==================== block 1
Figure 1. Signal wires by layer (block 1).
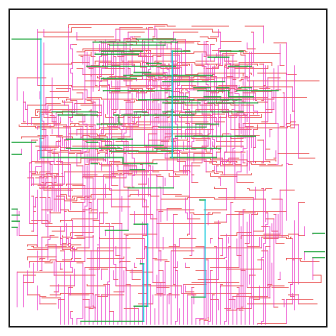

===== src/rtl/usart_tx_arb_if.sv =====
// Handshake bundle between four byte requesters, the arbiter and a USART transmitter.
// The master side drives requests and tx_busy; the slave side is the arbiter.
interface usart_tx_arb_if;
  logic [3:0]  req_valid;
  logic [31:0] req_data;
  logic [3:0]  req_last;
  logic [3:0]  req_ready;
  logic [7:0]  tx_data;
  logic        tx_en;
  logic        tx_busy;
  logic [3:0]  grant;
  logic        active;

  modport master (
    output req_valid, req_data, req_last, tx_busy,
    input  req_ready, tx_data, tx_en, grant, active
  );

  modport slave (
    input  req_valid, req_data, req_last, tx_busy,
    output req_ready, tx_data, tx_en, grant, active
  );
endinterface


===== src/rtl/usart_tx_arb.sv =====
// Round-robin, packet-locked arbiter sharing one USART transmitter among four byte requesters.
// The owner keeps the line until its last byte, or until it stalls for HOLD_TO cycles.
module usart_tx_arb #(
  parameter int unsigned BOUNDS   = 115200,
  parameter int unsigned S_CLK    = 50_000_000,
  parameter int unsigned START_TO = 4
) (
  input logic            sys_clk,
  input logic            sys_rst,
  usart_tx_arb_if.slave  bus
);

  localparam int unsigned BIT_CYC = S_CLK / BOUNDS;
  localparam int unsigned HOLD_TO = 10 * BIT_CYC;
  localparam int unsigned CNT_MAX = (HOLD_TO > START_TO) ? HOLD_TO : START_TO;
  localparam int unsigned CNT_W   = $clog2(CNT_MAX + 1);

  typedef logic [CNT_W-1:0] cnt_t;

  localparam cnt_t GAP_LOAD   = cnt_t'(BIT_CYC - 1);
  localparam cnt_t HOLD_LAST  = cnt_t'(HOLD_TO - 1);
  localparam cnt_t START_LAST = cnt_t'(START_TO - 1);

  typedef enum logic [2:0] {
    StIdle,
    StSend,
    StStart,
    StWaitDone,
    StGap,
    StHold
  } state_e;

  state_e     state_q;
  logic [3:0] grant_q;
  logic [1:0] owner_q;
  logic [1:0] last_owner_q;
  cnt_t       cnt_q;
  logic [7:0] tx_data_q;
  logic       tx_en_q;
  logic       last_flag_q;

  logic       pick_vld;
  logic [1:0] pick_idx;
  logic [1:0] cand;
  logic       own_valid;
  logic       own_last;
  logic [7:0] own_data;

  // Search starts one past the previous owner so every requester gets a turn.
  always_comb begin
    pick_vld = 1'b0;
    pick_idx = last_owner_q;
    cand     = '0;
    for (int unsigned k = 1; k <= 4; k++) begin
      cand = last_owner_q + 2'(k);
      if (!pick_vld && bus.req_valid[cand]) begin
        pick_vld = 1'b1;
        pick_idx = cand;
      end
    end
  end

  assign own_valid = bus.req_valid[owner_q];
  assign own_last  = bus.req_last[owner_q];
  assign own_data  = bus.req_data[{owner_q, 3'b000} +: 8];

  always_ff @(posedge sys_clk or posedge sys_rst) begin
    if (sys_rst) begin
      state_q      <= StIdle;
      grant_q      <= 4'b0000;
      owner_q      <= 2'd0;
      last_owner_q <= 2'd3;
      cnt_q        <= '0;
      tx_data_q    <= 8'h00;
      tx_en_q      <= 1'b0;
      last_flag_q  <= 1'b0;
    end else begin
      tx_en_q <= 1'b0;
      case (state_q)
        StIdle: begin
          if (pick_vld) begin
            owner_q <= pick_idx;
            grant_q <= 4'b0001 << pick_idx;
            state_q <= StSend;
          end
        end
        StSend: begin
          cnt_q <= '0;
          if (own_valid) begin
            tx_data_q   <= own_data;
            last_flag_q <= own_last;
            tx_en_q     <= 1'b1;
            state_q     <= StStart;
          end else begin
            state_q <= StHold;
          end
        end
        StStart: begin
          // A transmitter that never raises busy must not wedge the arbiter.
          if (bus.tx_busy || (cnt_q == START_LAST)) begin
            cnt_q   <= '0;
            state_q <= StWaitDone;
          end else begin
            cnt_q <= cnt_q + cnt_t'(1);
          end
        end
        StWaitDone: begin
          if (!bus.tx_busy) begin
            cnt_q   <= GAP_LOAD;
            state_q <= StGap;
          end
        end
        StGap: begin
          if (cnt_q == '0) begin
            if (last_flag_q) begin
              state_q      <= StIdle;
              grant_q      <= 4'b0000;
              last_owner_q <= owner_q;
            end else begin
              state_q <= StSend;
            end
          end else begin
            cnt_q <= cnt_q - cnt_t'(1);
          end
        end
        StHold: begin
          if (own_valid) begin
            cnt_q   <= '0;
            state_q <= StSend;
          end else if (cnt_q == HOLD_LAST) begin
            // Stalled owner: drop the rest of its packet and reopen arbitration.
            cnt_q        <= '0;
            state_q      <= StIdle;
            grant_q      <= 4'b0000;
            last_owner_q <= owner_q;
          end else begin
            cnt_q <= cnt_q + cnt_t'(1);
          end
        end
        default: begin
          state_q <= StIdle;
          grant_q <= 4'b0000;
          cnt_q   <= '0;
        end
      endcase
    end
  end

  assign bus.req_ready = ((state_q == StSend) && own_valid) ? grant_q : 4'b0000;
  assign bus.tx_data   = tx_data_q;
  assign bus.tx_en     = tx_en_q;
  assign bus.grant     = grant_q;
  assign bus.active    = (state_q != StIdle);

endmodule


===== src/flat_wrapper.sv =====
// flat-port wrapper written by rule: the top's interface ports become plain ports
module usart_tx_arb_flat 
#(
  parameter int unsigned BOUNDS   = 115200,
  parameter int unsigned S_CLK    = 50_000_000,
  parameter int unsigned START_TO = 4
)
  (sys_clk, sys_rst, bus_req_valid, bus_req_data, bus_req_last, bus_tx_busy, bus_req_ready, bus_tx_data, bus_tx_en, bus_grant, bus_active);
  usart_tx_arb_if bus_i ();
  input logic sys_clk;
  input logic sys_rst;
  input wire logic [$bits(bus_i.req_valid)-1:0] bus_req_valid;
  input wire logic [$bits(bus_i.req_data)-1:0] bus_req_data;
  input wire logic [$bits(bus_i.req_last)-1:0] bus_req_last;
  input wire logic [$bits(bus_i.tx_busy)-1:0] bus_tx_busy;
  output wire logic [$bits(bus_i.req_ready)-1:0] bus_req_ready;
  output wire logic [$bits(bus_i.tx_data)-1:0] bus_tx_data;
  output wire logic [$bits(bus_i.tx_en)-1:0] bus_tx_en;
  output wire logic [$bits(bus_i.grant)-1:0] bus_grant;
  output wire logic [$bits(bus_i.active)-1:0] bus_active;
  assign bus_i.req_valid = bus_req_valid;
  assign bus_i.req_data = bus_req_data;
  assign bus_i.req_last = bus_req_last;
  assign bus_i.tx_busy = bus_tx_busy;
  assign bus_req_ready = bus_i.req_ready;
  assign bus_tx_data = bus_i.tx_data;
  assign bus_tx_en = bus_i.tx_en;
  assign bus_grant = bus_i.grant;
  assign bus_active = bus_i.active;
  usart_tx_arb #(.BOUNDS(BOUNDS), .S_CLK(S_CLK), .START_TO(START_TO)) u_core (.sys_clk(sys_clk), .sys_rst(sys_rst), .bus(bus_i));
endmodule

===== config.mk =====
export PLATFORM = sky130hd
export DESIGN_NAME = usart_tx_arb_flat
export DESIGN_NICKNAME = d
export VERILOG_FILES = /design/src/rtl/usart_tx_arb_if.sv /design/src/rtl/usart_tx_arb.sv /design/src/flat_wrapper.sv
export SDC_FILE = /design/constraint.sdc
export NUM_CORES = 1
export LEC_CHECK = 0
export CAP_MARGIN = 20
export CORE_UTILIZATION = 54
export DETAILED_ROUTE_END_ITERATION = 6
export PLACE_DENSITY = 0.86
export SLEW_MARGIN = 10
export SYNTH_ARGS = -nofsm -noshare
export SYNTH_HDL_FRONTEND = slang
export SYNTH_SLANG_ARGS = --single-unit

===== constraint.sdc =====
create_clock -name sys_clk -period 5.2 [get_ports sys_clk]
set_clock_uncertainty 0.15 [all_clocks]
set_input_delay 1.56 -clock sys_clk [delete_from_list [all_inputs] [get_ports sys_clk]]
set_output_delay 1.56 -clock sys_clk [all_outputs]
set_load 0.02 [all_outputs]

==================== block 2
`config.mk`:
```
export PLATFORM = sky130hd
export DESIGN_NAME = quad_decoder
export DESIGN_NICKNAME = d
export VERILOG_FILES = /design/src/rtl/qdec_pkg.sv /design/src/rtl/qdec_sync.sv /design/src/rtl/quad_decoder.sv
export SDC_FILE = /design/constraint.sdc
export NUM_CORES = 1
export LEC_CHECK = 0
export CAP_MARGIN = 30
export CORE_MARGIN = 3
export CORE_UTILIZATION = 45
export CTS_CLUSTER_SIZE = 16
export DETAILED_ROUTE_END_ITERATION = 7
export GPL_TIMING_DRIVEN = 0
export HOLD_SLACK_MARGIN = 0.05
export PLACE_DENSITY = 0.71
export SYNTH_ARGS = -nofsm -noshare
export SYNTH_HDL_FRONTEND = slang
export SYNTH_SLANG_ARGS = --single-unit
```
`constraint.sdc`:
```
create_clock -name clk -period 5.94 [get_ports clk]
set_clock_uncertainty 0.05 [all_clocks]
set_input_delay 0.594 -clock clk [delete_from_list [all_inputs] [get_ports clk]]
set_output_delay 0.594 -clock clk [all_outputs]
set_load 0.03 [all_outputs]
```
`src/rtl/qdec_pkg.sv`:
```
// Quadrature decoder shared constants.
// Phase encodings and the up-sequence helper.
package qdec_pkg;

  localparam int CNT_W_DEF = 8;

  localparam logic [1:0] PH_00 = 2'b00;
  localparam logic [1:0] PH_10 = 2'b10;
  localparam logic [1:0] PH_11 = 2'b11;
  localparam logic [1:0] PH_01 = 2'b01;

  // Next phase when moving up (A leads B).
  function automatic logic [1:0] next_up(
    input logic [1:0] ph
  );
    logic [1:0] r;
    r = PH_00;
    unique case (ph)
      PH_00:   r = PH_10;
      PH_10:   r = PH_11;
      PH_11:   r = PH_01;
      PH_01:   r = PH_00;
      default: r = PH_00;
    endcase
    return r;
  endfunction

endpackage

```
`src/rtl/qdec_sync.sv`:
```
// Input synchronizer for both quadrature channels.
// Optional stability filter under QDEC_GLITCH_FILTER_EN.
module qdec_sync (
  input  logic       clk,
  input  logic       reset,
  input  logic       quad_a,
  input  logic       quad_b,
  output logic [1:0] s,
  output logic       valid
);

  logic [1:0] meta;
  logic [1:0] sync;
  logic [1:0] vld;

  // Two-flop synchronizer; vld marks stages holding real samples.
  always_ff @(posedge clk) begin
    if (reset) begin
      meta <= '0;
      sync <= '0;
      vld  <= '0;
    end else begin
      meta <= {quad_a, quad_b};
      sync <= meta;
      vld  <= {vld[0], 1'b1};
    end
  end

`ifdef QDEC_GLITCH_FILTER_EN
  logic [1:0] h0;
  logic [1:0] h1;
  logic [1:0] hv;
  logic [1:0] hold;
  logic       acc;
  logic       stable;

  assign stable = hv[1] && (sync == h0) && (h0 == h1);

  // Accept a sample only after three identical consecutive values.
  always_ff @(posedge clk) begin
    if (reset) begin
      h0   <= '0;
      h1   <= '0;
      hv   <= '0;
      hold <= '0;
      acc  <= 1'b0;
    end else begin
      h0 <= sync;
      h1 <= h0;
      hv <= {hv[0], vld[1]};
      if (stable) begin
        hold <= sync;
        acc  <= 1'b1;
      end
    end
  end

  assign s     = stable ? sync : hold;
  assign valid = stable | acc;
`else
  assign s     = sync;
  assign valid = vld[1];
`endif

endmodule

```
`src/rtl/quad_decoder.sv`:
```
// Quadrature decoder: position count, step/dir, error flag.
// Build option: QDEC_GLITCH_FILTER_EN adds an input filter.
module quad_decoder
  import qdec_pkg::*;
#(
  parameter int CNT_W = CNT_W_DEF
) (
  input  logic             clk,
  input  logic             reset,
  input  logic             quad_a,
  input  logic             quad_b,
  input  logic             enable,
  input  logic             clear,
  output logic             step,
  output logic             dir,
  output logic [CNT_W-1:0] count,
  output logic             err
);

  localparam logic [CNT_W-1:0] ONE = 1;

  logic [1:0] s;
  logic [1:0] p;
  logic       s_valid;
  logic       primed;
  logic       is_up;
  logic       is_dn;

  qdec_sync u_sync (
    .clk    (clk),
    .reset  (reset),
    .quad_a (quad_a),
    .quad_b (quad_b),
    .s      (s),
    .valid  (s_valid)
  );

  assign is_up = (s == next_up(p));
  assign is_dn = (p == next_up(s));

  // Decode phase changes into step/dir/count and errors.
  always_ff @(posedge clk) begin
    if (reset) begin
      p      <= PH_00;
      primed <= 1'b0;
      step   <= 1'b0;
      dir    <= 1'b0;
      count  <= '0;
      err    <= 1'b0;
    end else begin
      step <= 1'b0;
      if (clear) begin
        count <= '0;
        err   <= 1'b0;
        if (s_valid) begin
          p      <= s;
          primed <= 1'b1;
        end
      end else if (s_valid) begin
        p      <= s;
        primed <= 1'b1;
        if (primed && (s != p)) begin
          if (is_up) begin
            if (enable) begin
              step  <= 1'b1;
              dir   <= 1'b1;
              count <= count + ONE;
            end
          end else if (is_dn) begin
            if (enable) begin
              step  <= 1'b1;
              dir   <= 1'b0;
              count <= count - ONE;
            end
          end else begin
            err <= 1'b1;
          end
        end
      end
    end
  end

endmodule

```
Figure 2. Clock network drawn from the DEF (block 2).
Scale bar: 20 microns.
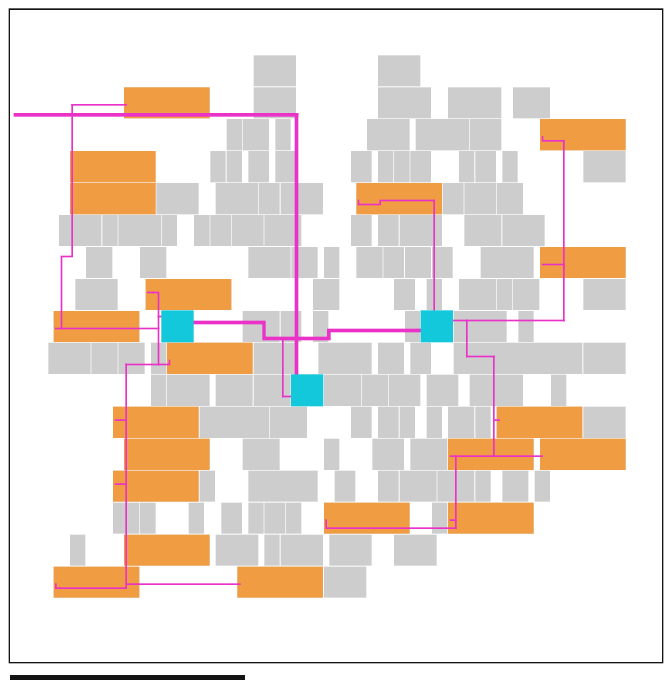
legend:
  clock wires:
    colour: magenta
    length: 250 microns
  clock-net drivers:
    colour: cyan
    count: 3
  flip-flops:
    colour: orange
    count: 20
routed clock nets: 4
relative contribution of the clock network to total power: 39.4%
Clock Latency Late Sink: 300 ps
P_clk: 110 uW

Figure 3. Signal wires by layer (block 2).
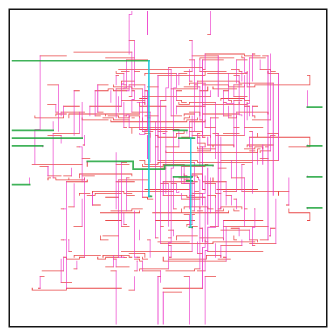
legend:
  M1:
    colour: red
    wire_length: 992 microns
  M2:
    colour: magenta
    wire_length: 1,010 microns
  M3:
    colour: green
    wire_length: 95.0 microns
  M4:
    colour: cyan
    wire_length: 39.4 microns
WL final: 2130 microns
average routed wire per standard cell: 12.1 microns
aggregate global-route resource usage: 14.7%
total number of vias: 932

==> summary.txt, block 2 <==
Quick summary of the implementation run below.

The inverter tally of the final layout excluding the clock network is 3. In the setup report, the worst path falls into the class reg2reg. The transition time recorded at the tightest slew-check pin is 475 ps.

The run finished with clean final reports. Per the final layout report, the fraction of cells sized above drive strength 1 comes to 5.41%. The leakage power of the design came out at 0.000530 uW. The worst-case reg-to-reg setup slack stands at 2740 ps. The floorplan row count is 17. Yosys reports that the most numerous cell types are sky130_fd_sc_hd__dfxtp_1, sky130_fd_sc_hd__nor2_1, sky130_fd_sc_hd__nand2_1. The maximum level of the CTS H-tree came out at 1.

The post-placement cell count came out at 172. The max-slew check reports its worst relative slack as 68.0%. The count of buffers inserted at the top-level ports is 16.

The final non-filler cell total is 176. The post-synthesis compound-gate area fraction is 14.8%. The synthesized area is 1100 sq um.
Figure 4. Placement by cell class (block 1).
Fill, decap, tap and diode cells in grey.
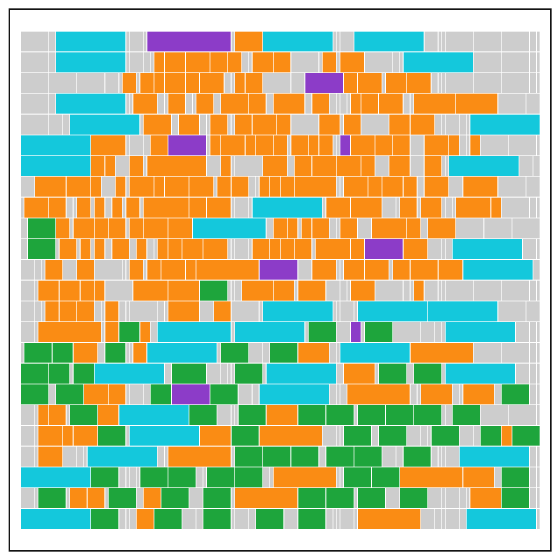
legend:
  clock drivers and dummy loads:
    colour: purple
    cells: 8
    share_of_their_area: 3.3%
  registers:
    colour: cyan
    cells: 34
    share_of_their_area: 26%
  remaining buffers and delay cells:
    colour: green
    cells: 67
    share_of_their_area: 20%
  remaining logic cells:
    colour: orange
    cells: 203
    share_of_their_area: 50%
Std-Cell Core Area: 4440 sq um
flop share of the area: 26.0%
final non-filler cell area: 3290 sq um

Notes on Figure 1 above:
legend:
  M1:
    colour: red
    wire_length: 2,680 microns
  M2:
    colour: magenta
    wire_length: 3,380 microns
  M3:
    colour: green
    wire_length: 520 microns
  M4:
    colour: cyan
    wire_length: 103 microns
aggregate global-route resource usage: 29.1%
total number of vias: 2,366

==> summary.txt, block 1 <==
Quick summary of the implementation run below.

The number of flip-flops in the largest register came out at 13. The highest routed metal layer is met4. The synthesized-area fraction occupied by adder cells is 2.45%. Registers are responsible for 28.7% of the overall power. Note that the worst hold path type here is reg2reg. The script logs the ratio of routed vias to standard cells as 6.50. For this sky-water flow run, the detailed-routed wirelength per cell is reported as 18.3 microns. The worst-case IR drop observed on VDD is 0.303 mV. The power attributed to the clock group is 240 uW.

The total half-perimeter wirelength after legalization and detailed placement came out at 5000 microns. The worst path buffer plus inverter count came out at 2. The number of synthesized flops with an enable pin came out at 0. The flow inserted 52 tap cells.

Counting every instance in the synthesized netlist gives 255. The total number of clock tree sinks came out at 34. The clock slew at the register clock pins of the worst setup and hold paths came out at 70 ps.

The final core utilization came out at 74.0%. Per the gpl log, the routability congestion estimate is 0.872. The number of buffers created by CTS came out at 5. The flow ran to the end, and the final reports show no timing, DRC or antenna violations. Counting the inverters off the clock network in the layout gives 8.

The maximum level of the CTS H-tree is 2. The number of multi-input logic gates came out at 195. The number of sequential storage elements is 34. The post-synthesis sequential area ratio is 33.4%. The post-synthesis sequential element count is 34. Global routing used 4.70% of the available met3 tracks. The post-detailed-placement cell area is 3180 sq um.

The critical path is of the in2out type. The hold violation total from the final report is 0. The script computed the net switching share of total power as 44.8%. After the first detailed-routing iteration, the DRC count stood at 276. The endpoint identified for the worst register-to-register timing path is u_core.state_q[0]$_DFFE_PP0P_.

In the hold report, the worst path ends at u_core.bus.tx_data[3]$_DFFE_PP0P_. For this run, the chip area from Yosys synthesis comes to 2550 sq um. The number of maximum-capacitance violations came out at 0.

The gate family responsible for the most delay along the worst path is buffers and inverters. The total of warnings raised by yosys came out at 0. In the final routing, the length of wire on met1 measures 2680 microns.

The clock share of power came out at 12.2%. Traced cell by cell, the critical path runs through clkdlybuf4s50_1, mux4_2, nand3_1, nor2_2, and2_1, clkdlybuf4s50_1. From the final report, the count of setup violators was given as 0.

Power attributed to combinational cells is 1160 uW. Recorded from the global router log, the overflow total was 0. The met1 usage in global routing is 38.9%.

## Gallery

I/O pins on the die edge.
Pins as bars across the die edge, other pins in grey.
image #1
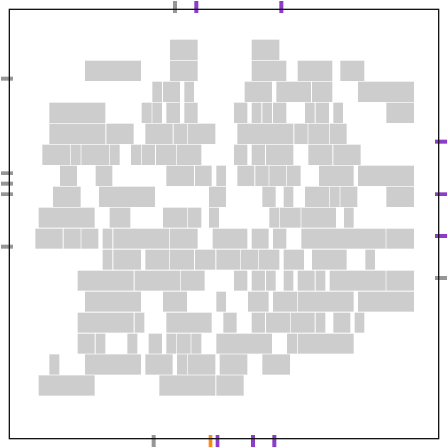
image #2
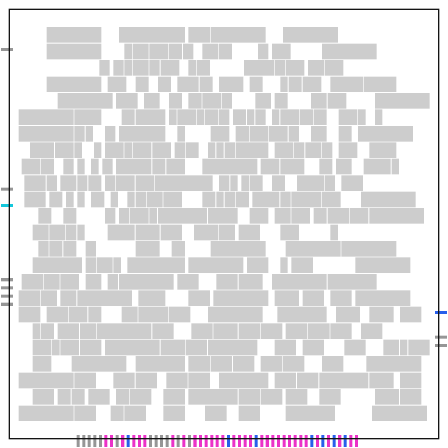
- most pins: image #2
Block 2 is image #1.
Block 1 is image #2.

Key to image #2:
legend:
  bus_tx_busy:
    colour: cyan
    pins: 1
    direction: input
    edge: left
  bus_tx_data:
    colour: blue
    pins: 8
    direction: output
    edge: 7 bottom, 1 right
  bus_req_data:
    colour: magenta
    pins: 32
    direction: input
    edge: bottom



==> gallery <==
Cell outlines without signal wires.
Plate I
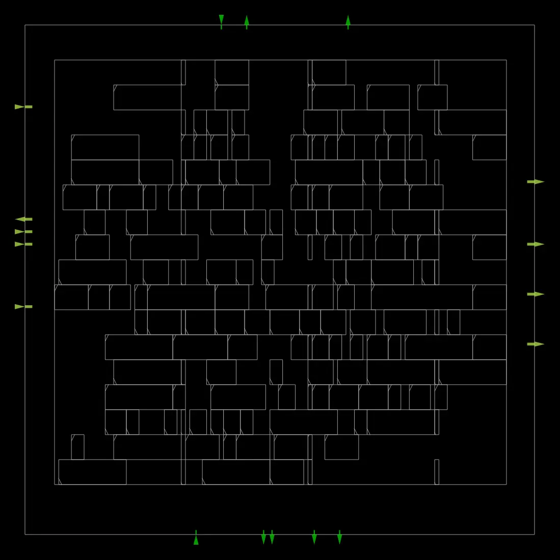
Plate II
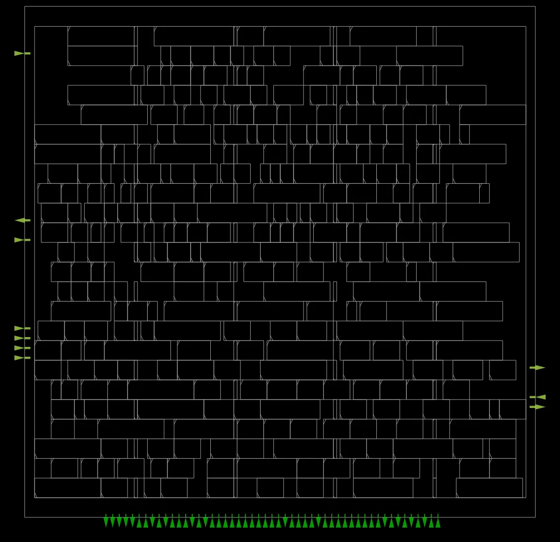
block 1 -> Plate II
block 2 -> Plate I
The one with the most cells is Plate II.
The one with the highest utilization is Plate II.

Power is estimated from default activity; no workload was simulated.
